==================== design 1
**Design 1: M4 wires**

The bar under the picture is 50 µm long. Supply wires on this layer in grey.
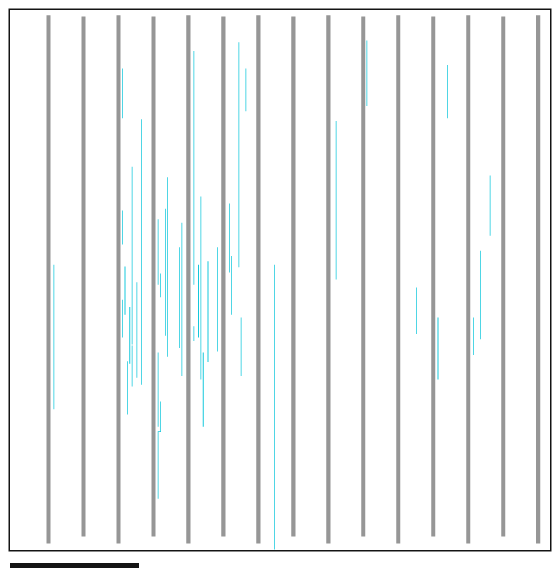

<file path="src/rtl/ddr_cmd_scheduler_if.sv">
// Request channel into the DDR4 command scheduler: one single-beat read or
// write per valid/ready handshake, addressed by bank group, bank, row and column.
interface ddr_cmd_scheduler_if;
  logic        req_valid;
  logic        req_ready;
  logic        req_we;
  logic [1:0]  req_bg;
  logic [1:0]  req_ba;
  logic [16:0] req_row;
  logic [9:0]  req_col;

  modport master (
    output req_valid, req_we, req_bg, req_ba, req_row, req_col,
    input  req_ready
  );

  modport slave (
    input  req_valid, req_we, req_bg, req_ba, req_row, req_col,
    output req_ready
  );
endinterface

</file>
<file path="src/rtl/ddr_cmd_scheduler.sv">
// DDR4 command sequencer: open-row tracking per bank, tRCD/tRP/tRAS/tCCD/tRFC
// timing and periodic refresh. Define CMD_PARITY_EN to drive even command parity.
module ddr_cmd_scheduler #(
  parameter int TRCD  = 4,
  parameter int TRP   = 4,
  parameter int TRAS  = 10,
  parameter int TCCD  = 2,
  parameter int TRFC  = 20,
  parameter int TREFI = 400
) (
  input  logic                  clk,
  input  logic                  rst,
  ddr_cmd_scheduler_if.slave    req,
  output logic                  act_n,
  output logic                  cs_n,
  output logic [16:0]           adr,
  output logic [1:0]            ba,
  output logic [1:0]            bg,
  output logic                  par,
  output logic                  ACT,
  output logic                  RD,
  output logic                  WR,
  output logic                  PR,
  output logic                  PRA,
  output logic                  REF,
  output logic                  busy
);

  localparam int T_A   = (TRAS > TRFC) ? TRAS : TRFC;
  localparam int T_B   = (TRCD > TRP) ? TRCD : TRP;
  localparam int T_C   = (T_A > T_B) ? T_A : T_B;
  localparam int T_MAX = (T_C > TCCD) ? T_C : TCCD;
  localparam int CNT_W  = $clog2(T_MAX + 1);
  localparam int REFI_W = $clog2(TREFI);

  localparam logic [CNT_W-1:0]  LD_RCD    = CNT_W'(TRCD - 1);
  localparam logic [CNT_W-1:0]  LD_RP     = CNT_W'(TRP - 1);
  localparam logic [CNT_W-1:0]  LD_RAS    = CNT_W'(TRAS - 1);
  localparam logic [CNT_W-1:0]  LD_CCD    = CNT_W'(TCCD - 1);
  localparam logic [CNT_W-1:0]  LD_RFC    = CNT_W'(TRFC - 1);
  localparam logic [CNT_W-1:0]  CNT_ONE   = CNT_W'(1);
  localparam logic [REFI_W-1:0] REFI_LAST = REFI_W'(TREFI - 1);

  typedef enum logic [3:0] {
    IDLE, PRE, WAIT_RP, ACTV, WAIT_RCD, COL, RPRA, RWAIT_RP, RREF, RWAIT_RFC
  } state_e;

  typedef enum logic [2:0] {
    C_NONE, C_ACT, C_RD, C_WR, C_PR, C_PRA, C_REF
  } cmd_e;

  state_e state, state_nxt;
  cmd_e   cmd;
  logic   accept;

  logic [15:0]      bank_open;
  logic [16:0]      bank_row [16];
  logic [CNT_W-1:0] tras_cnt [16];
  logic [CNT_W-1:0] wait_cnt;
  logic [CNT_W-1:0] tccd_cnt;
  logic [REFI_W-1:0] refi_cnt;
  logic             refresh_pending, rp_nxt;

  logic        lat_we;
  logic [1:0]  lat_bg, lat_ba;
  logic [16:0] lat_row;
  logic [9:0]  lat_col;
  logic [3:0]  lat_idx, req_idx;

  logic        cmd_act_n, cmd_par, tras_all_zero;
  logic [16:0] cmd_adr;
  logic [1:0]  cmd_bg, cmd_ba;

  function automatic logic [CNT_W-1:0] sat_dec(input logic [CNT_W-1:0] c);
    return (c == '0) ? c : c - CNT_ONE;
  endfunction

  assign lat_idx = {lat_bg, lat_ba};
  assign req_idx = {req.req_bg, req.req_ba};

  always_comb begin
    tras_all_zero = 1'b1;
    for (int i = 0; i < 16; i++)
      if (bank_open[i] && tras_cnt[i] != '0) tras_all_zero = 1'b0;
  end

  // Wait states leave one cycle early so the issuing state acts on the cycle the counter reaches 0.
  always_comb begin
    state_nxt = state;
    cmd       = C_NONE;
    accept    = 1'b0;
    case (state)
      IDLE: begin
        if (refresh_pending) begin
          state_nxt = RPRA;
        end else if (req.req_valid && req.req_ready) begin
          accept = 1'b1;
          if (!bank_open[req_idx])                 state_nxt = ACTV;
          else if (bank_row[req_idx] == req.req_row) state_nxt = COL;
          else                                     state_nxt = PRE;
        end
      end
      PRE: begin
        if (tras_cnt[lat_idx] == '0) begin
          cmd       = C_PR;
          state_nxt = WAIT_RP;
        end
      end
      WAIT_RP:   if (wait_cnt <= CNT_ONE) state_nxt = ACTV;
      ACTV: begin
        cmd       = C_ACT;
        state_nxt = WAIT_RCD;
      end
      WAIT_RCD:  if (wait_cnt <= CNT_ONE) state_nxt = COL;
      COL: begin
        if (tccd_cnt == '0) begin
          cmd       = lat_we ? C_WR : C_RD;
          state_nxt = IDLE;
        end
      end
      RPRA: begin
        if (bank_open == '0) begin
          state_nxt = RREF;
        end else if (tras_all_zero) begin
          cmd       = C_PRA;
          state_nxt = RWAIT_RP;
        end
      end
      RWAIT_RP:  if (wait_cnt <= CNT_ONE) state_nxt = RREF;
      RREF: begin
        cmd       = C_REF;
        state_nxt = RWAIT_RFC;
      end
      RWAIT_RFC: if (wait_cnt <= CNT_ONE) state_nxt = IDLE;
      default:   state_nxt = IDLE;
    endcase
  end

  always_comb begin
    cmd_act_n = 1'b1;
    cmd_adr   = '0;
    cmd_bg    = lat_bg;
    cmd_ba    = lat_ba;
    case (cmd)
      C_ACT: begin
        cmd_act_n = 1'b0;
        cmd_adr   = lat_row;
      end
      C_RD:  cmd_adr = {3'b101, 4'b0000, lat_col};
      C_WR:  cmd_adr = {3'b100, 4'b0000, lat_col};
      C_PR:  cmd_adr = {3'b010, 14'h0000};
      C_PRA: begin
        cmd_adr = {3'b010, 3'b000, 1'b1, 10'h000};
        cmd_bg  = 2'b00;
        cmd_ba  = 2'b00;
      end
      C_REF: begin
        cmd_adr = {3'b001, 14'h0000};
        cmd_bg  = 2'b00;
        cmd_ba  = 2'b00;
      end
      default: ;
    endcase
  end

`ifdef CMD_PARITY_EN
  assign cmd_par = ^{cmd_act_n, cmd_adr, cmd_bg, cmd_ba};
`else
  assign cmd_par = 1'b0;
`endif

  // A timer expiry on the same cycle as REF re-arms the flag rather than being lost.
  assign rp_nxt = (refi_cnt == REFI_LAST) || (refresh_pending && cmd != C_REF);

  always_ff @(posedge clk or posedge rst) begin
    if (rst) begin
      state           <= IDLE;
      cs_n            <= 1'b1;
      act_n           <= 1'b1;
      adr             <= '0;
      ba              <= '0;
      bg              <= '0;
      par             <= 1'b0;
      {ACT, RD, WR, PR, PRA, REF} <= '0;
      busy            <= 1'b0;
      req.req_ready   <= 1'b0;
      bank_open       <= '0;
      for (int i = 0; i < 16; i++) tras_cnt[i] <= '0;
      wait_cnt        <= '0;
      tccd_cnt        <= '0;
      refi_cnt        <= '0;
      refresh_pending <= 1'b0;
    end else begin
      state           <= state_nxt;
      cs_n            <= (cmd == C_NONE);
      {ACT, RD, WR, PR, PRA, REF} <= {cmd == C_ACT, cmd == C_RD, cmd == C_WR,
                                      cmd == C_PR, cmd == C_PRA, cmd == C_REF};
      if (cmd != C_NONE) begin
        act_n <= cmd_act_n;
        adr   <= cmd_adr;
        bg    <= cmd_bg;
        ba    <= cmd_ba;
        par   <= cmd_par;
      end
      busy            <= (state_nxt != IDLE);
      req.req_ready   <= (state_nxt == IDLE) && !rp_nxt;
      refresh_pending <= rp_nxt;
      refi_cnt        <= (refi_cnt == REFI_LAST) ? '0 : refi_cnt + REFI_W'(1);

      for (int i = 0; i < 16; i++) begin
        if (cmd == C_ACT && lat_idx == 4'(i)) tras_cnt[i] <= LD_RAS;
        else                                  tras_cnt[i] <= sat_dec(tras_cnt[i]);
      end

      case (cmd)
        C_ACT:   bank_open[lat_idx] <= 1'b1;
        C_PR:    bank_open[lat_idx] <= 1'b0;
        C_PRA:   bank_open          <= '0;
        default: ;
      endcase

      case (cmd)
        C_ACT:        wait_cnt <= LD_RCD;
        C_PR, C_PRA:  wait_cnt <= LD_RP;
        C_REF:        wait_cnt <= LD_RFC;
        default:      wait_cnt <= sat_dec(wait_cnt);
      endcase

      tccd_cnt <= (cmd == C_RD || cmd == C_WR) ? LD_CCD : sat_dec(tccd_cnt);
    end
  end

  always_ff @(posedge clk) begin
    if (accept) begin
      lat_we  <= req.req_we;
      lat_bg  <= req.req_bg;
      lat_ba  <= req.req_ba;
      lat_row <= req.req_row;
      lat_col <= req.req_col;
    end
    if (cmd == C_ACT) bank_row[lat_idx] <= lat_row;
  end

endmodule
</file>
<file path="src/flat_wrapper.sv">
// flat-port wrapper written by rule: the top's interface ports become plain ports
module ddr_cmd_scheduler_flat 
#(
  parameter int TRCD  = 4,
  parameter int TRP   = 4,
  parameter int TRAS  = 10,
  parameter int TCCD  = 2,
  parameter int TRFC  = 20,
  parameter int TREFI = 400
)
  (clk, rst, act_n, cs_n, adr, ba, bg, par, ACT, RD, WR, PR, PRA, REF, busy, req_req_valid, req_req_we, req_req_bg, req_req_ba, req_req_row, req_req_col, req_req_ready);
  ddr_cmd_scheduler_if req_i ();
  input  logic clk;
  input  logic rst;
  output logic act_n;
  output logic cs_n;
  output logic [16:0] adr;
  output logic [1:0] ba;
  output logic [1:0] bg;
  output logic par;
  output logic ACT;
  output logic RD;
  output logic WR;
  output logic PR;
  output logic PRA;
  output logic REF;
  output logic busy;
  input wire logic [$bits(req_i.req_valid)-1:0] req_req_valid;
  input wire logic [$bits(req_i.req_we)-1:0] req_req_we;
  input wire logic [$bits(req_i.req_bg)-1:0] req_req_bg;
  input wire logic [$bits(req_i.req_ba)-1:0] req_req_ba;
  input wire logic [$bits(req_i.req_row)-1:0] req_req_row;
  input wire logic [$bits(req_i.req_col)-1:0] req_req_col;
  output wire logic [$bits(req_i.req_ready)-1:0] req_req_ready;
  assign req_i.req_valid = req_req_valid;
  assign req_i.req_we = req_req_we;
  assign req_i.req_bg = req_req_bg;
  assign req_i.req_ba = req_req_ba;
  assign req_i.req_row = req_req_row;
  assign req_i.req_col = req_req_col;
  assign req_req_ready = req_i.req_ready;
  ddr_cmd_scheduler #(.TRCD(TRCD), .TRP(TRP), .TRAS(TRAS), .TCCD(TCCD), .TRFC(TRFC), .TREFI(TREFI)) u_core (.clk(clk), .rst(rst), .req(req_i), .act_n(act_n), .cs_n(cs_n), .adr(adr), .ba(ba), .bg(bg), .par(par), .ACT(ACT), .RD(RD), .WR(WR), .PR(PR), .PRA(PRA), .REF(REF), .busy(busy));
endmodule
</file>
<file path="config.mk">
export PLATFORM = sky130hd
export DESIGN_NAME = ddr_cmd_scheduler_flat
export DESIGN_NICKNAME = d
export VERILOG_FILES = /design/src/rtl/ddr_cmd_scheduler_if.sv /design/src/rtl/ddr_cmd_scheduler.sv /design/src/flat_wrapper.sv
export SDC_FILE = /design/constraint.sdc
export NUM_CORES = 1
export LEC_CHECK = 0
export CORE_UTILIZATION = 45
export CTS_CLUSTER_DIAMETER = 200
export DETAILED_ROUTE_END_ITERATION = 16
export PLACE_DENSITY = 0.72
export REMOVE_ABC_BUFFERS = 1
export SKIP_CTS_REPAIR_TIMING = 1
export SLEW_MARGIN = 20
export SYNTH_ARGS = -nofsm -noshare
export SYNTH_HDL_FRONTEND = slang
export SYNTH_SLANG_ARGS = --single-unit
</file>
<file path="constraint.sdc">
create_clock -name clk -period 13.9 [get_ports clk]
set_input_delay 1.39 -clock clk [delete_from_list [all_inputs] [get_ports clk]]
set_output_delay 1.39 -clock clk [all_outputs]
set_load 0.005 [all_outputs]
</file>
==================== design 2
--- config.mk ---
export PLATFORM = sky130hd
export DESIGN_NAME = instr_encoder_loader
export DESIGN_NICKNAME = d
export VERILOG_FILES = /design/src/rtl/instr_encoder_loader.sv
export SDC_FILE = /design/constraint.sdc
export NUM_CORES = 1
export LEC_CHECK = 0
export CELL_PAD_IN_SITES_DETAIL_PLACEMENT = 2
export CELL_PAD_IN_SITES_GLOBAL_PLACEMENT = 2
export CORE_MARGIN = 10
export CORE_UTILIZATION = 26
export DETAILED_ROUTE_END_ITERATION = 10
export GPL_TIMING_DRIVEN = 0
export PLACE_DENSITY = 0.82
export SYNTH_ARGS = -nofsm -noshare
export SYNTH_HDL_FRONTEND = slang
export SYNTH_SLANG_ARGS = --single-unit
export TNS_END_PERCENT = 50
--- constraint.sdc ---
create_clock -name clk -period 3.9 [get_ports clk]
set_clock_uncertainty 0.15 [all_clocks]
set_input_delay 0.585 -clock clk [delete_from_list [all_inputs] [get_ports clk]]
set_output_delay 0.585 -clock clk [all_outputs]
set_load 0.01 [all_outputs]
--- src/rtl/instr_encoder_loader.sv ---
// rtl/instr_encoder_loader.sv - packs decoded ARM instruction fields into words and streams them to instruction memory
module instr_encoder_loader #(
    parameter int ADDR_W = 6
) (
    input  logic              clk,
    input  logic              reset,
    input  logic              start,
    input  logic [ADDR_W-1:0] start_addr,
    input  logic              in_valid,
    output logic              in_ready,
    input  logic              last,
    input  logic [3:0]        cond,
    input  logic [4:0]        opcode,
    input  logic [3:0]        rn,
    input  logic [3:0]        rd,
    input  logic [11:0]       shifterVals,
    input  logic              immediateOperand,
    input  logic              CPSRwrite,
    input  logic              prePostAddOffset,
    input  logic              upDownOffset,
    input  logic              byteOrWord,
    input  logic              writeBack,
    input  logic              loadStore,
    input  logic              linkBit,
    input  logic [23:0]       branchImmediate,
    output logic              wr_en,
    output logic [ADDR_W-1:0] wr_addr,
    output logic [31:0]       wr_data,
    output logic              busy,
    output logic              done,
    output logic [ADDR_W:0]   word_count,
    output logic              err_opcode,
    output logic              err_overflow
);

    typedef enum logic [1:0] {
        IDLE = 2'd0,
        LOAD = 2'd1,
        DONE = 2'd2
    } state_t;

    localparam logic [ADDR_W-1:0] PTR_MAX   = {ADDR_W{1'b1}};
    localparam logic [ADDR_W-1:0] PTR_ONE   = {{(ADDR_W-1){1'b0}}, 1'b1};
    localparam logic [ADDR_W:0]   COUNT_MAX = {1'b1, {ADDR_W{1'b0}}};
    localparam logic [ADDR_W:0]   COUNT_ONE = {{ADDR_W{1'b0}}, 1'b1};

    state_t            state, state_nx;
    logic [ADDR_W-1:0] ptr;
    logic              accept;
    logic              op_dp, op_ls, op_br, op_valid;
    logic              overflow_hit;
    logic              prog_end;
    logic [31:0]       enc;

    assign op_dp    = ~opcode[4];
    assign op_ls    = (opcode == 5'b10000);
    assign op_br    = (opcode == 5'b10001);
    assign op_valid = op_dp | op_ls | op_br;

    assign accept       = in_valid & in_ready;
    // A valid word landing on the top address ends the program even without last.
    assign overflow_hit = accept & op_valid & ~last & (ptr == PTR_MAX);
    assign prog_end     = accept & (last | overflow_hit);
    assign busy         = (state == LOAD);

    always_comb begin
        enc = 32'h0;
        if (op_dp) begin
            enc = {cond, 2'b00, immediateOperand, opcode[3:0], CPSRwrite, rn, rd, shifterVals};
        end else if (op_ls) begin
            enc = {cond, 2'b01, immediateOperand, prePostAddOffset, upDownOffset,
                   byteOrWord, writeBack, loadStore, rn, rd, shifterVals};
        end else if (op_br) begin
            enc = {cond, 3'b101, linkBit, branchImmediate};
        end
    end

    always_ff @(posedge clk or posedge reset) begin
        if (reset) begin
            state <= IDLE;
        end else begin
            state <= state_nx;
        end
    end

    always_comb begin
        state_nx = state;
        in_ready = 1'b0;
        case (state)
            IDLE: begin
                if (start) state_nx = LOAD;
            end
            LOAD: begin
                in_ready = ~start;
                if (start) begin
                    state_nx = LOAD;
                end else if (prog_end) begin
                    state_nx = DONE;
                end
            end
            DONE: begin
                if (start) state_nx = LOAD;
            end
            default: state_nx = IDLE;
        endcase
    end

    always_ff @(posedge clk or posedge reset) begin
        if (reset) begin
            ptr          <= '0;
            wr_en        <= 1'b0;
            wr_addr      <= '0;
            wr_data      <= 32'h0;
            done         <= 1'b0;
            word_count   <= '0;
            err_opcode   <= 1'b0;
            err_overflow <= 1'b0;
        end else begin
            wr_en <= 1'b0;
            done  <= 1'b0;
            if (start) begin
                ptr          <= start_addr;
                word_count   <= '0;
                err_opcode   <= 1'b0;
                err_overflow <= 1'b0;
            end else if (accept) begin
                if (op_valid) begin
                    wr_en   <= 1'b1;
                    wr_addr <= ptr;
                    wr_data <= enc;
                    ptr     <= ptr + PTR_ONE;
                    if (word_count != COUNT_MAX) begin
                        word_count <= word_count + COUNT_ONE;
                    end
                end else begin
                    err_opcode <= 1'b1;
                end
                if (overflow_hit) begin
                    err_overflow <= 1'b1;
                end
                if (prog_end) begin
                    done <= 1'b1;
                end
            end
        end
    end

endmodule

==================== design 3
==> src/rtl/neptune_proportional_tuner.sv <==
// Single-input guitar tuner: counts pulse edges over a 1 s window, classifies the
// nearest standard-tuning string and shows note / deviation glyphs on one digit.
module neptune_proportional_tuner (
    input  logic       clk,
    input  logic       rst_n,
    input  logic       ena,
    input  logic [7:0] ui_in,
    output logic [7:0] uo_out,
    input  logic [7:0] uio_in,
    output logic [7:0] uio_out,
    output logic [7:0] uio_oe
);
    localparam int unsigned CNT_W = 9;
    localparam int unsigned WIN_W = 16;
    localparam int unsigned DIF_W = 10;
    localparam int unsigned SEG_W = 7;
    localparam int unsigned CFG_W = 3;
    localparam int unsigned DIV_W = 3;
    localparam logic [CNT_W-1:0] CNT_MAX = '1;
    localparam logic [DIV_W-1:0] DIV_MAX = '1;

    typedef enum logic [2:0] {
        NOTE_NONE, NOTE_E2, NOTE_A2, NOTE_D3, NOTE_G3, NOTE_B3, NOTE_E4
    } note_e;

    typedef enum logic [2:0] {
        PROX_NONE, PROX_FAR_LO, PROX_CLOSE_LO, PROX_EXACT, PROX_CLOSE_HI, PROX_FAR_HI
    } prox_e;

    logic [CFG_W-1:0] cfg_q;
    logic [2:0]       sync_q;
    logic [CNT_W-1:0] pulse_cnt_q;
    logic [CNT_W-1:0] lat_cnt_q;
    logic             lat_valid_q;
    logic [WIN_W-1:0] win_cnt_q;
    note_e            note_q;
    prox_e            prox_q;
    logic [DIV_W-1:0] div_q;
    logic             prox_sel_q;

    logic [CFG_W-1:0] cfg_c;
    logic             cfg_change_c;
    logic             pulse_edge_c;
    logic [CNT_W-1:0] cnt_next_c;
    logic [WIN_W-1:0] win_last_c;
    note_e            note_c;
    prox_e            prox_c;
    logic [CNT_W-1:0] target_c;
    logic [DIF_W-1:0] diff_c;
    logic [DIF_W-1:0] mag_c;
    logic             prox_select_c;
    logic [SEG_W-1:0] note_seg_c;
    logic [SEG_W-1:0] prox_seg_c;
    logic [SEG_W-1:0] seg_c;
    logic             unused_ok;

    assign cfg_c        = ui_in[4:2];
    assign cfg_change_c = (cfg_c != cfg_q);
    // sync_q[1] is the synchronized pulse, sync_q[2] its previous value
    assign pulse_edge_c = sync_q[1] & ~sync_q[2];
    assign cnt_next_c   = (pulse_edge_c && (pulse_cnt_q != CNT_MAX))
                          ? pulse_cnt_q + CNT_W'(1) : pulse_cnt_q;

    always_comb begin
        win_last_c = WIN_W'(999);
        case (cfg_q)
            3'd0:    win_last_c = WIN_W'(999);
            3'd1:    win_last_c = WIN_W'(1999);
            3'd2:    win_last_c = WIN_W'(3999);
            3'd3:    win_last_c = WIN_W'(7999);
            3'd4:    win_last_c = WIN_W'(9999);
            3'd5:    win_last_c = WIN_W'(39999);
            3'd6:    win_last_c = WIN_W'(49999);
            default: win_last_c = WIN_W'(59999);
        endcase
    end

    always_ff @(posedge clk or negedge rst_n) begin
        if (!rst_n) begin
            sync_q <= '0;
        end else begin
            sync_q <= {sync_q[1:0], ui_in[5]};
        end
    end

    // Measurement window: a config change restarts it without latching
    always_ff @(posedge clk or negedge rst_n) begin
        if (!rst_n) begin
            cfg_q       <= '0;
            win_cnt_q   <= '0;
            pulse_cnt_q <= '0;
            lat_cnt_q   <= '0;
            lat_valid_q <= 1'b0;
        end else if (cfg_change_c) begin
            cfg_q       <= cfg_c;
            win_cnt_q   <= '0;
            pulse_cnt_q <= '0;
        end else if (win_cnt_q == win_last_c) begin
            win_cnt_q   <= '0;
            pulse_cnt_q <= '0;
            lat_cnt_q   <= cnt_next_c;
            lat_valid_q <= 1'b1;
        end else begin
            win_cnt_q   <= win_cnt_q + WIN_W'(1);
            pulse_cnt_q <= cnt_next_c;
        end
    end

    // Nearest string and signed deviation of the latched count
    always_comb begin
        note_c   = NOTE_NONE;
        prox_c   = PROX_NONE;
        target_c = '0;
        diff_c   = '0;
        mag_c    = '0;
        if (lat_valid_q && (lat_cnt_q >= CNT_W'(60)) && (lat_cnt_q <= CNT_W'(400))) begin
            if (lat_cnt_q <= CNT_W'(96)) begin
                note_c = NOTE_E2; target_c = CNT_W'(82);
            end else if (lat_cnt_q <= CNT_W'(128)) begin
                note_c = NOTE_A2; target_c = CNT_W'(110);
            end else if (lat_cnt_q <= CNT_W'(171)) begin
                note_c = NOTE_D3; target_c = CNT_W'(147);
            end else if (lat_cnt_q <= CNT_W'(221)) begin
                note_c = NOTE_G3; target_c = CNT_W'(196);
            end else if (lat_cnt_q <= CNT_W'(288)) begin
                note_c = NOTE_B3; target_c = CNT_W'(247);
            end else begin
                note_c = NOTE_E4; target_c = CNT_W'(330);
            end
            diff_c = DIF_W'(lat_cnt_q) - DIF_W'(target_c);
            mag_c  = diff_c[DIF_W-1] ? DIF_W'(-diff_c) : diff_c;
            if (mag_c <= DIF_W'(1)) begin
                prox_c = PROX_EXACT;
            end else if (mag_c <= DIF_W'(5)) begin
                prox_c = diff_c[DIF_W-1] ? PROX_CLOSE_LO : PROX_CLOSE_HI;
            end else begin
                prox_c = diff_c[DIF_W-1] ? PROX_FAR_LO : PROX_FAR_HI;
            end
        end
    end

    always_ff @(posedge clk or negedge rst_n) begin
        if (!rst_n) begin
            note_q <= NOTE_NONE;
            prox_q <= PROX_NONE;
        end else begin
            note_q <= note_c;
            prox_q <= prox_c;
        end
    end

    // Display multiplexer: select flips every 8 clocks
    always_ff @(posedge clk or negedge rst_n) begin
        if (!rst_n) begin
            div_q      <= '0;
            prox_sel_q <= 1'b0;
        end else begin
            div_q <= div_q + DIV_W'(1);
            if (div_q == DIV_MAX) begin
                prox_sel_q <= ~prox_sel_q;
            end
        end
    end

    always_comb begin
        prox_select_c = ui_in[6] ? ui_in[7] : prox_sel_q;
        note_seg_c    = 7'b1000000;
        prox_seg_c    = 7'b0000000;
        case (note_q)
            NOTE_E2: note_seg_c = 7'b1111001;
            NOTE_A2: note_seg_c = 7'b1110111;
            NOTE_D3: note_seg_c = 7'b1011110;
            NOTE_G3: note_seg_c = 7'b0111101;
            NOTE_B3: note_seg_c = 7'b1111100;
            NOTE_E4: note_seg_c = 7'b1111011;
            default: note_seg_c = 7'b1000000;
        endcase
        case (prox_q)
            PROX_FAR_LO:   prox_seg_c = 7'b0110000;
            PROX_CLOSE_LO: prox_seg_c = 7'b0010000;
            PROX_EXACT:    prox_seg_c = 7'b1001001;
            PROX_CLOSE_HI: prox_seg_c = 7'b0000100;
            PROX_FAR_HI:   prox_seg_c = 7'b0000110;
            default:       prox_seg_c = 7'b0000000;
        endcase
        seg_c = prox_select_c ? prox_seg_c : note_seg_c;
    end

    assign uo_out    = {prox_select_c, seg_c};
    assign uio_out   = '0;
    assign uio_oe    = '0;
    assign unused_ok = &{1'b0, ena, uio_in, ui_in[1:0]};

endmodule

==> config.mk <==
export PLATFORM = sky130hd
export DESIGN_NAME = neptune_proportional_tuner
export DESIGN_NICKNAME = d
export VERILOG_FILES = /design/src/rtl/neptune_proportional_tuner.sv
export SDC_FILE = /design/constraint.sdc
export NUM_CORES = 1
export LEC_CHECK = 0
export ABC_CLOCK_PERIOD_IN_PS = 3900
export CAP_MARGIN = 10
export CORE_ASPECT_RATIO = 1.2
export CORE_MARGIN = 5
export CORE_UTILIZATION = 40
export DETAILED_ROUTE_END_ITERATION = 10
export HOLD_SLACK_MARGIN = 0.12
export SLEW_MARGIN = 20
export SYNTH_ARGS = -nofsm -noshare
export SYNTH_HDL_FRONTEND = slang
export SYNTH_SLANG_ARGS = --single-unit
==> constraint.sdc <==
create_clock -name clk -period 3.9 [get_ports clk]
set_input_delay 0.78 -clock clk [delete_from_list [all_inputs] [get_ports clk]]
set_output_delay 0.78 -clock clk [all_outputs]
set_load 0.01 [all_outputs]
==================== design 4
--- config.mk ---
export PLATFORM = sky130hd
export DESIGN_NAME = ex_muldiv_unit
export DESIGN_NICKNAME = d
export VERILOG_FILES = /design/src/rtl/ex_muldiv_pkg.sv /design/src/rtl/ex_muldiv_unit_div_core.sv /design/src/rtl/ex_muldiv_unit.sv
export SDC_FILE = /design/constraint.sdc
export NUM_CORES = 2
export LEC_CHECK = 0
export CAP_MARGIN = 40
export CORE_ASPECT_RATIO = 1.25
export CORE_MARGIN = 3
export CORE_UTILIZATION = 51
export DETAILED_ROUTE_END_ITERATION = 7
export PLACE_DENSITY = 0.7
export SETUP_SLACK_MARGIN = 0.2
export SYNTH_ARGS = -nofsm -noshare
export SYNTH_HDL_FRONTEND = slang
export SYNTH_HIERARCHICAL = 1
export SYNTH_SLANG_ARGS = --single-unit
--- constraint.sdc ---
create_clock -name clk -period 9.5 [get_ports clk]
set_input_delay 1.425 -clock clk [delete_from_list [all_inputs] [get_ports clk]]
set_output_delay 1.425 -clock clk [all_outputs]
set_load 0.02 [all_outputs]
--- src/rtl/ex_muldiv_pkg.sv ---
// Shared encodings for the RV32M execution unit: aluop codes, FSM states
// and the fixed results of the divide special cases.
package ex_muldiv_pkg;

   localparam int MD_XLEN = 32;

   // aluop = {funct7[5], funct7[0], funct3}; M ops always carry bit3=1
   localparam logic [4:0] ALU_MUL    = 5'b01000;
   localparam logic [4:0] ALU_MULH   = 5'b01001;
   localparam logic [4:0] ALU_MULHSU = 5'b01010;
   localparam logic [4:0] ALU_MULHU  = 5'b01011;
   localparam logic [4:0] ALU_DIV    = 5'b01100;
   localparam logic [4:0] ALU_DIVU   = 5'b01101;
   localparam logic [4:0] ALU_REM    = 5'b01110;
   localparam logic [4:0] ALU_REMU   = 5'b01111;

   localparam logic [MD_XLEN-1:0] DIV_BY_ZERO_Q = '1;
   localparam logic [MD_XLEN-1:0] INT_MIN       = {1'b1, {(MD_XLEN-1){1'b0}}};

   typedef enum logic [2:0] {
      ST_IDLE,
      ST_MUL,
      ST_SPECIAL,
      ST_DIV,
      ST_FIX
   } md_state_e;

endpackage

--- src/rtl/ex_muldiv_unit_div_core.sv ---
// Iterative radix-2 restoring divider on unsigned magnitudes; one quotient
// bit per cycle, XLEN cycles after load.
module muldiv_div_core #(
   parameter int XLEN = 32
) (
   input  logic            clk,
   input  logic            reset_n,
   input  logic            load_i,
   input  logic            kill_i,
   input  logic [XLEN-1:0] dividend_i,
   input  logic [XLEN-1:0] divisor_i,
   output logic            done_o,
   output logic [XLEN-1:0] quotient_o,
   output logic [XLEN-1:0] remainder_o
);

   localparam int CW = $clog2(XLEN + 1);

   logic [CW-1:0]   cnt_q, cnt_d;
   logic [XLEN-1:0] quo_q, quo_d;
   logic [XLEN-1:0] rem_q, rem_d;
   logic [XLEN-1:0] dvs_q, dvs_d;
   logic [XLEN:0]   shifted;
   logic [XLEN:0]   diff;

   always_comb begin
      shifted = {rem_q, quo_q[XLEN-1]};
      diff    = shifted - {1'b0, dvs_q};
      cnt_d   = cnt_q;
      quo_d   = quo_q;
      rem_d   = rem_q;
      dvs_d   = dvs_q;
      if (kill_i) begin
         cnt_d = '0;
      end else if (load_i) begin
         cnt_d = CW'(XLEN);
         quo_d = dividend_i;
         rem_d = '0;
         dvs_d = divisor_i;
      end else if (cnt_q != '0) begin
         cnt_d = cnt_q - CW'(1);
         // a set borrow bit means the trial subtraction went negative
         if (!diff[XLEN]) begin
            rem_d = diff[XLEN-1:0];
            quo_d = {quo_q[XLEN-2:0], 1'b1};
         end else begin
            rem_d = shifted[XLEN-1:0];
            quo_d = {quo_q[XLEN-2:0], 1'b0};
         end
      end
   end

   always_ff @(posedge clk or negedge reset_n) begin
      if (!reset_n) begin
         cnt_q <= '0;
         quo_q <= '0;
         rem_q <= '0;
         dvs_q <= '0;
      end else begin
         cnt_q <= cnt_d;
         quo_q <= quo_d;
         rem_q <= rem_d;
         dvs_q <= dvs_d;
      end
   end

   // high during the final iteration; outputs are final from the next cycle
   assign done_o      = (cnt_q == CW'(1));
   assign quotient_o  = quo_q;
   assign remainder_o = rem_q;

endmodule

--- src/rtl/ex_muldiv_unit.sv ---
// RV32M EX-stage unit: single-cycle multiply, iterative divide/remainder with
// RISC-V special-case results and registered outputs.
//
// state   | meaning
// IDLE    | waiting for an accepted M op
// MUL     | multiply result presented (result_valid high)
// SPECIAL | div-by-zero / overflow result presented
// DIV     | divider iterating, one bit per cycle
// FIX     | applying quotient/remainder sign, result registered
import ex_muldiv_pkg::*;

module ex_muldiv_unit #(
   parameter int XLEN = MD_XLEN
) (
   input  logic            clk,
   input  logic            reset_n,
   input  logic            start,
   input  logic [4:0]      aluop,
   input  logic [XLEN-1:0] operand_a,
   input  logic [XLEN-1:0] operand_b,
   input  logic            flush,
   output logic [XLEN-1:0] result,
   output logic            result_valid,
   output logic            busy
);

   md_state_e       state_q, state_d;
   logic [XLEN-1:0] result_q, result_d;
   logic            valid_q, valid_d;
   logic            q_neg_q, q_neg_d;
   logic            r_neg_q, r_neg_d;
   logic            is_rem_q, is_rem_d;

   logic            is_m_op, accept;
   logic [2:0]      funct3;
   logic            is_div, div_signed, is_rem_op, a_neg, b_neg;
   logic            div_zero, div_ovf;
   logic [XLEN-1:0] a_mag, b_mag, special_res, mul_res, fix_res;
   logic            mul_a_signed, mul_b_signed;
   logic [2*XLEN+1:0] a_ext, b_ext;
   logic [2*XLEN-1:0] prod;
   logic            div_load, div_kill, div_done;
   logic [XLEN-1:0] div_quo, div_rem;

   always_comb begin
      casez (aluop)
         5'b?1???: is_m_op = 1'b1;
         default:  is_m_op = 1'b0;
      endcase
   end

   assign funct3     = aluop[2:0];
   assign accept     = start && is_m_op && (state_q == ST_IDLE) && !flush;
   assign is_div     = funct3[2];
   assign div_signed = (funct3 == ALU_DIV[2:0]) || (funct3 == ALU_REM[2:0]);
   assign is_rem_op  = (funct3 == ALU_REM[2:0]) || (funct3 == ALU_REMU[2:0]);
   assign a_neg      = div_signed && operand_a[XLEN-1];
   assign b_neg      = div_signed && operand_b[XLEN-1];
   assign a_mag      = a_neg ? -operand_a : operand_a;
   assign b_mag      = b_neg ? -operand_b : operand_b;
   assign div_zero   = (operand_b == '0);
   assign div_ovf    = div_signed && (operand_a == XLEN'(INT_MIN)) && (operand_b == '1);

   assign special_res = div_zero ? (is_rem_op ? operand_a : XLEN'(DIV_BY_ZERO_Q))
                                 : (is_rem_op ? '0 : XLEN'(INT_MIN));

   // extension to 2*XLEN+2 bits makes one unsigned multiply serve all signedness mixes
   assign mul_a_signed = (funct3 == ALU_MULH[2:0]) || (funct3 == ALU_MULHSU[2:0]);
   assign mul_b_signed = (funct3 == ALU_MULH[2:0]);
   assign a_ext   = {{(XLEN+2){mul_a_signed && operand_a[XLEN-1]}}, operand_a};
   assign b_ext   = {{(XLEN+2){mul_b_signed && operand_b[XLEN-1]}}, operand_b};
   assign prod    = (2*XLEN)'(a_ext * b_ext);
   assign mul_res = (funct3 == ALU_MUL[2:0]) ? prod[XLEN-1:0] : prod[2*XLEN-1:XLEN];

   assign fix_res = is_rem_q ? (r_neg_q ? -div_rem : div_rem)
                             : (q_neg_q ? -div_quo : div_quo);

   always_comb begin
      state_d  = state_q;
      result_d = result_q;
      valid_d  = 1'b0;
      q_neg_d  = q_neg_q;
      r_neg_d  = r_neg_q;
      is_rem_d = is_rem_q;
      div_load = 1'b0;
      div_kill = 1'b0;
      unique case (state_q)
         ST_IDLE: begin
            if (accept) begin
               if (!is_div) begin
                  state_d  = ST_MUL;
                  result_d = mul_res;
                  valid_d  = 1'b1;
               end else if (div_zero || div_ovf) begin
                  state_d  = ST_SPECIAL;
                  result_d = special_res;
                  valid_d  = 1'b1;
               end else begin
                  state_d  = ST_DIV;
                  div_load = 1'b1;
                  q_neg_d  = a_neg ^ b_neg;
                  r_neg_d  = a_neg;
                  is_rem_d = is_rem_op;
               end
            end
         end
         ST_MUL, ST_SPECIAL: state_d = ST_IDLE;
         ST_DIV: begin
            if (flush) begin
               state_d  = ST_IDLE;
               div_kill = 1'b1;
            end else if (div_done) begin
               state_d = ST_FIX;
            end
         end
         ST_FIX: begin
            state_d = ST_IDLE;
            if (!flush) begin
               result_d = fix_res;
               valid_d  = 1'b1;
            end
         end
         default: state_d = ST_IDLE;
      endcase
   end

   always_ff @(posedge clk or negedge reset_n) begin
      if (!reset_n) begin
         state_q  <= ST_IDLE;
         result_q <= '0;
         valid_q  <= 1'b0;
         q_neg_q  <= 1'b0;
         r_neg_q  <= 1'b0;
         is_rem_q <= 1'b0;
      end else begin
         state_q  <= state_d;
         result_q <= result_d;
         valid_q  <= valid_d;
         q_neg_q  <= q_neg_d;
         r_neg_q  <= r_neg_d;
         is_rem_q <= is_rem_d;
      end
   end

   muldiv_div_core #(.XLEN(XLEN)) u_div_core (
      .clk         (clk),
      .reset_n     (reset_n),
      .load_i      (div_load),
      .kill_i      (div_kill),
      .dividend_i  (a_mag),
      .divisor_i   (b_mag),
      .done_o      (div_done),
      .quotient_o  (div_quo),
      .remainder_o (div_rem)
   );

   assign result       = result_q;
   assign result_valid = valid_q;
   assign busy         = (state_q == ST_DIV) || (state_q == ST_FIX);

endmodule


==> screenshots <==
Routing congestion.
Plate I
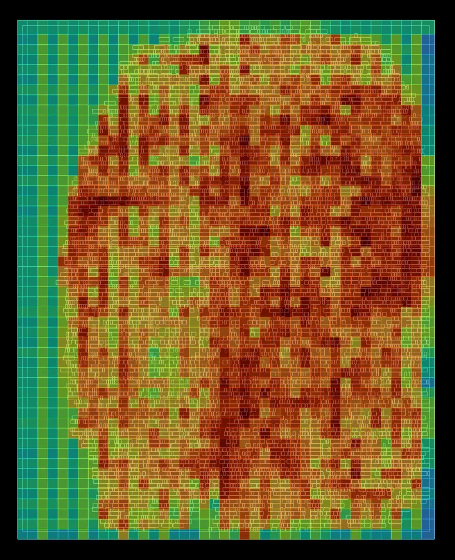
Plate II
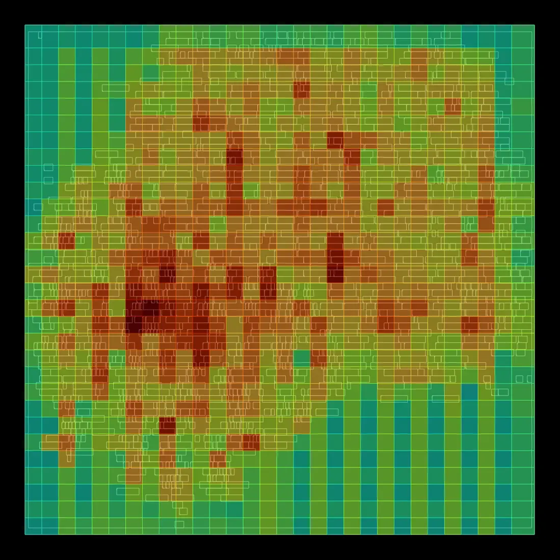
Plate III
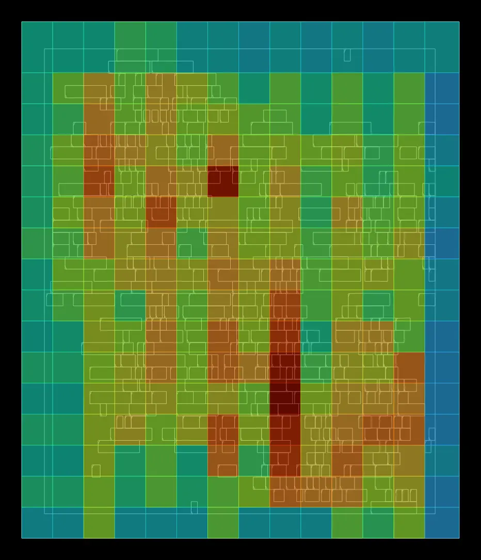
Plate IV
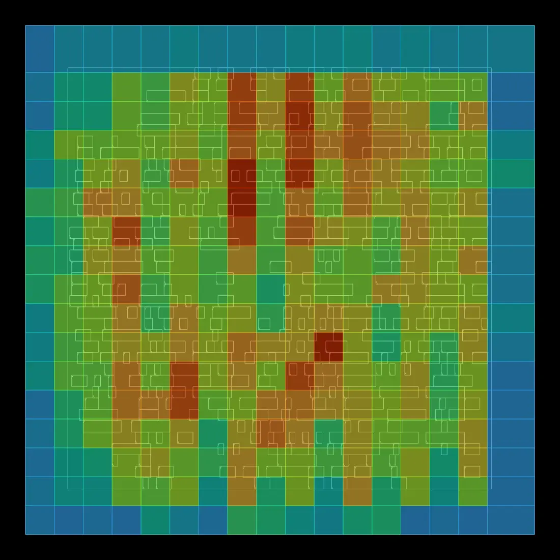
Plate II: design 1
Plate I: design 4
Plate III: design 3
Plate IV: design 2
- least wire per cell: Plate III

**Design 1: metal 1**

The bar under the picture is 50 µm long. Supply wires on this layer in grey.
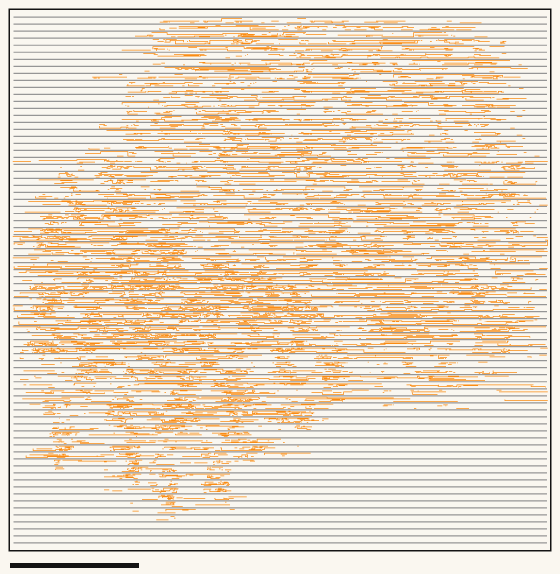
nets with wire on the layer: 1377
share of all routed wire: 43%
number of vias in the routed layout: 11900
sum of routed wire length over all layers: 46200 µm
met1 track demand over resource: 31.0%

About 'M4 wires' of design 1:
share of all routed wire: 3.3%
wire length on this layer: 1510 µm
main direction: vertical
longest straight run: 110 µm

==> COMMIT_EDITMSG, design 1 <==
Add synthesis and place-and-route results

- Along the worst hold path, the cell count comes to 1.
- Synthesis produced around 1300 cells.
- Per the detailed placement report, the placed cell area equals about 21000 µm².
- Final cell count without fillers: 1981
* Worst Setup Start Kind: flip-flop
- Counting every sink on the clock net gives 455.
- Per STA, the startpoint of the critical path is u_core.lat_ba[1].
* Uppermost layer routed: met4
- After layout, the worst setup slack is 9870 ps.
- Comb. cell area: ~6000 µm²
- Number of storage elements in the synthesis netlist: 455
- Averaged over all synthesized cells, the footprint is approximately 15 µm².
- Leaving out the clock tree, the finished layout contains a buffer count of around 87.
* Max_cap viols: 0
- Yosys reports a chip area of 19400 µm².
- OpenROAD reports that the post-layout worst path occupies 29.0% of the period.
- Fin crit period: 4030 ps
- In the final layout, non-clock buffers account for 3.64% of the cell area.
* Result of the run: finished clean
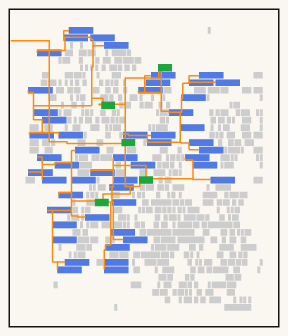
**Above:** design 3 (clock distribution).
legend:
  green:
    item: cells driving clock nets
    count: 5
  blue:
    item: flip-flops
    count: 51
  orange:
    item: clock wires
    length: 649 µm
routed clock nets: 6
worst-case clock skew: 4.78 ps
clk ins delay skew pair: 310 ps

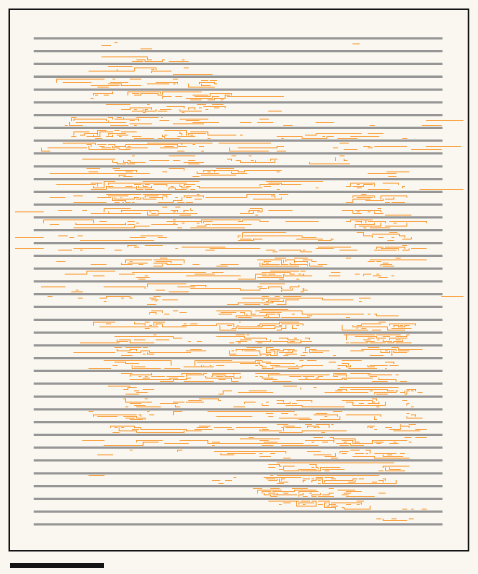
**Above:** design 3 (metal 1).
The bar under the picture is 20 µm long. Supply wires on this layer in grey.
nets with wire on the layer: 433
share of all routed wire: 46%
wire length on this layer: 3510 µm
main direction: horizontal
sum of routed wire length over all layers: 7720 µm
met1 track demand over resource: 17.7%
number of vias in the routed layout: 3012

==> COMMIT_EDITMSG, design 3 <==
Add synthesis and place-and-route results

* Result of the run: finished clean
- The timing report attributes the biggest portion of critical-path delay to AND-OR/OR-AND gates.
- Yosys reported a register bit count of around 51.
* Post-placement cell area: between 3000 and 4000 µm²
- Setup repair after global routing could not meet its margin everywhere.
* Distinct cell type count of the synthesized netlist: 67
- Maximum clock frequency: 0.261 GHz
- The floorplan step defined a die boundary enclosing ~11000 µm².
- OpenSTA, run right after detailed placement, puts the worst setup slack at 21.6 ps.
* Max_cap viols: 0
- Number of DRC violations after detailed routing: 0
- # placed instances: 551
- Worst hold slack after final layout: 359 ps
- The initial antenna violation count came to 0.
- Clock transition time at the flip-flop clock pins of the worst setup and hold paths: 100 ps
* Sequential cell area in the final layout: 1280 µm²
- The number of hold buffers added after CTS was 0.
- HPWL Detailed: 5720 µm
* Tally of filler cells in the layout: 893
- Register-to-Register Setup Slack: 70 ps
* Reg-to-reg critical path endpoint: prox_q[2]
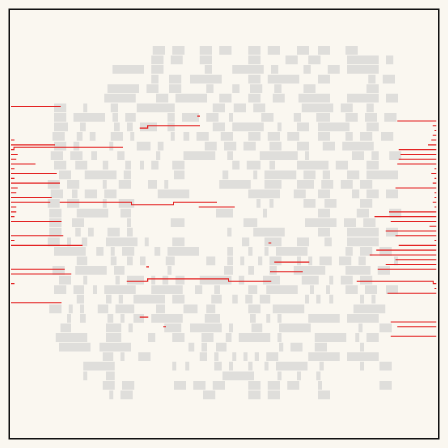
**Above:** design 2 (M3 wires).
longest straight run: 30.8 µm
main direction: horizontal
wire length on this layer: 659 µm
share of all routed wire: 6.2%
nets with wire on the layer: 67
sum of routed wire length over all layers: 10600 µm
number of vias in the routed layout: 2586

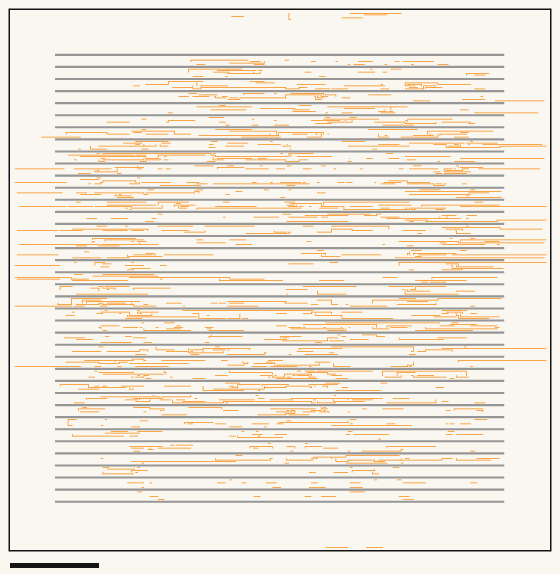
**Above:** design 2 (metal 1).
The bar under the picture is 20 µm long. Supply wires on this layer in grey.
longest straight run: 33.6 µm
wire length on this layer: 4330 µm
met1 track demand over resource: 16.5%

==> COMMIT_EDITMSG, design 2 <==
Add synthesis and place-and-route results

* Result of the run: finished clean
- Netlist area before placement: roughly 2700 µm²
- Per the post-run analysis, buffers plus inverters along the critical path come to 3.
* Clk ins delay skew pair: 330 ps
- For reference, the top logic cell family by area is simple AND/OR/NAND/NOR gates.
* Stages on worst setup path: 4
- The layout summary lists the proportion of cells stronger than drive strength 1 as about 8.0%.
- Number of flops mapped to enable cells by yosys: 0
* Final clock-cell share: under 10%
- Worst min-delay path endpoint: wr_addr[4]
- In the final layout, excluding clock buffers the buffer count is 136.
- Number of ports placed on the die boundary: about 120
* Sequential cell area in the final layout: 1430 µm²
- The path class of the tightest hold or removal check is flip-flop to flip-flop.
- Most area-hungry cell class in the final design: flip-flops and latches
- At the pin with the least slew margin, the transition time is 677 ps.
* Hold Path Origin: wr_addr[4]
* Launching element of the worst setup path: start
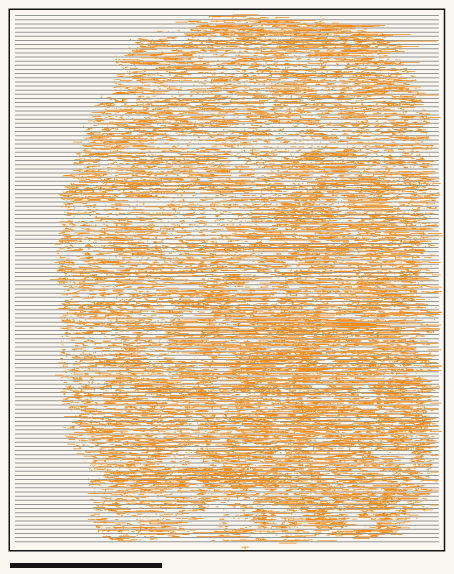
**Above:** design 4 (metal 1).
The bar under the picture is 100 µm long. Supply wires on this layer in grey.
share of all routed wire: 34%
main direction: horizontal
nets with wire on the layer: 6776
wire length on this layer: 55.0 mm
met1 track demand over resource: 36.3%
sum of routed wire length over all layers: 162000 µm

==> COMMIT_EDITMSG, design 4 <==
Add synthesis and place-and-route results

- The flow ran to the end, and the final reports show no timing, DRC or antenna violations.
- In the final routing, the length of wire on met1 measures 55000 µm.
- In the log, the iteration count for the first detailed-route pass is 6.
- Number of clock buffers in the layout: 19
- Worst hold slack after final layout: 492 ps
- Synthesis handed over a netlist of between 5000 and 6000 instances.
* Tightest slew margin relative to the limit: 39.0%
* Die width: 285 µm
* Commonest Layout Cell: inv_1
* Sum of overflow across all layers after global routing: 0
- STA shows the worst reg2reg path with a cell count of 13.
- CTS saw 141 sinks.
- Post-placement cell area: 54800 µm²
* Most used standard cells in the synthesized netlist: 1238 x inv_1, 1126 x fa_1, 977 x nand2_1, 299 x and2_1, 258 x clkbuf_1
- Number of logic gates: roughly 4000
* Ys Warns: 6
- After global routing, the most crowded layer is met2.
- Derived from the worst setup path, the maximum achievable clock frequency is roughly 0.11 GHz.
- Number of endpoints failing setup at the final stage: 0
* Cell at the root of the clock tree: clkbuf_16
- In the final run the clock tree shows a worst skew of 13.4 ps.
- Type of destination of the critical path: flip-flop
* Reg-to-reg critical path endpoint: u_div_core/remainder_o[24]
* Crit Path Class: input port to flip-flop
* Reg-to-reg critical path startpoint: u_div_core/quotient_o[31]
- After layout, the worst setup slack is 415 ps.
* # rows: 127


==> screenshots <==
M3 wires.
picture 1
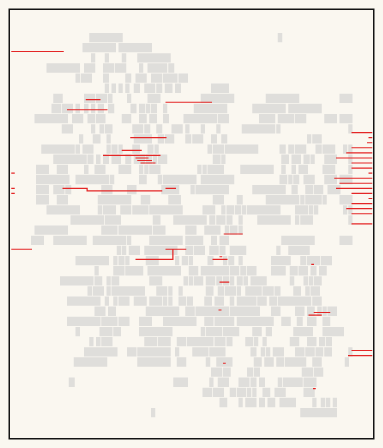
picture 2
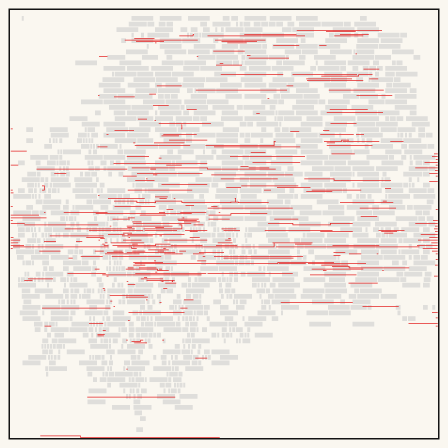
picture 3
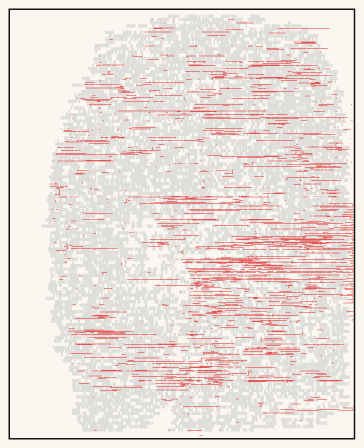
| from | picture |
|---|---|
| design 3 | picture 1 |
| design 1 | picture 2 |
| design 4 | picture 3 |


==> screenshots <==
Metal 2.
panel A
The bar under the picture is 20 µm long.
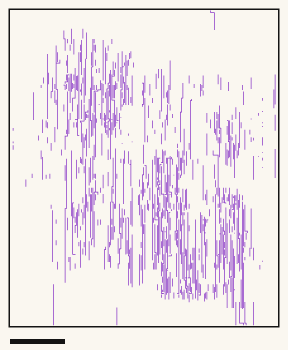
panel B
The bar under the picture is 50 µm long.
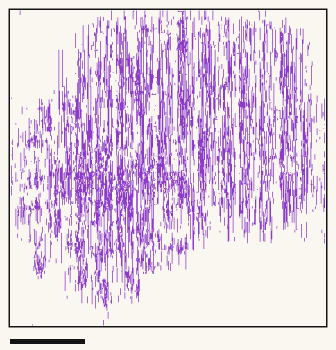
panel C
The bar under the picture is 20 µm long.
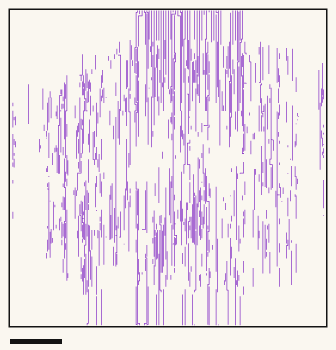
panel D
The bar under the picture is 100 µm long.
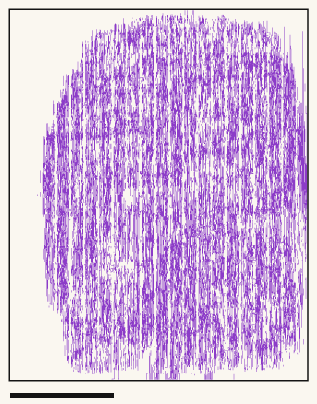
| picture | from |
|---|---|
| panel C | design 2 |
| panel B | design 1 |
| panel A | design 3 |
| panel D | design 4 |
- largest die: panel D
- smallest die: panel A

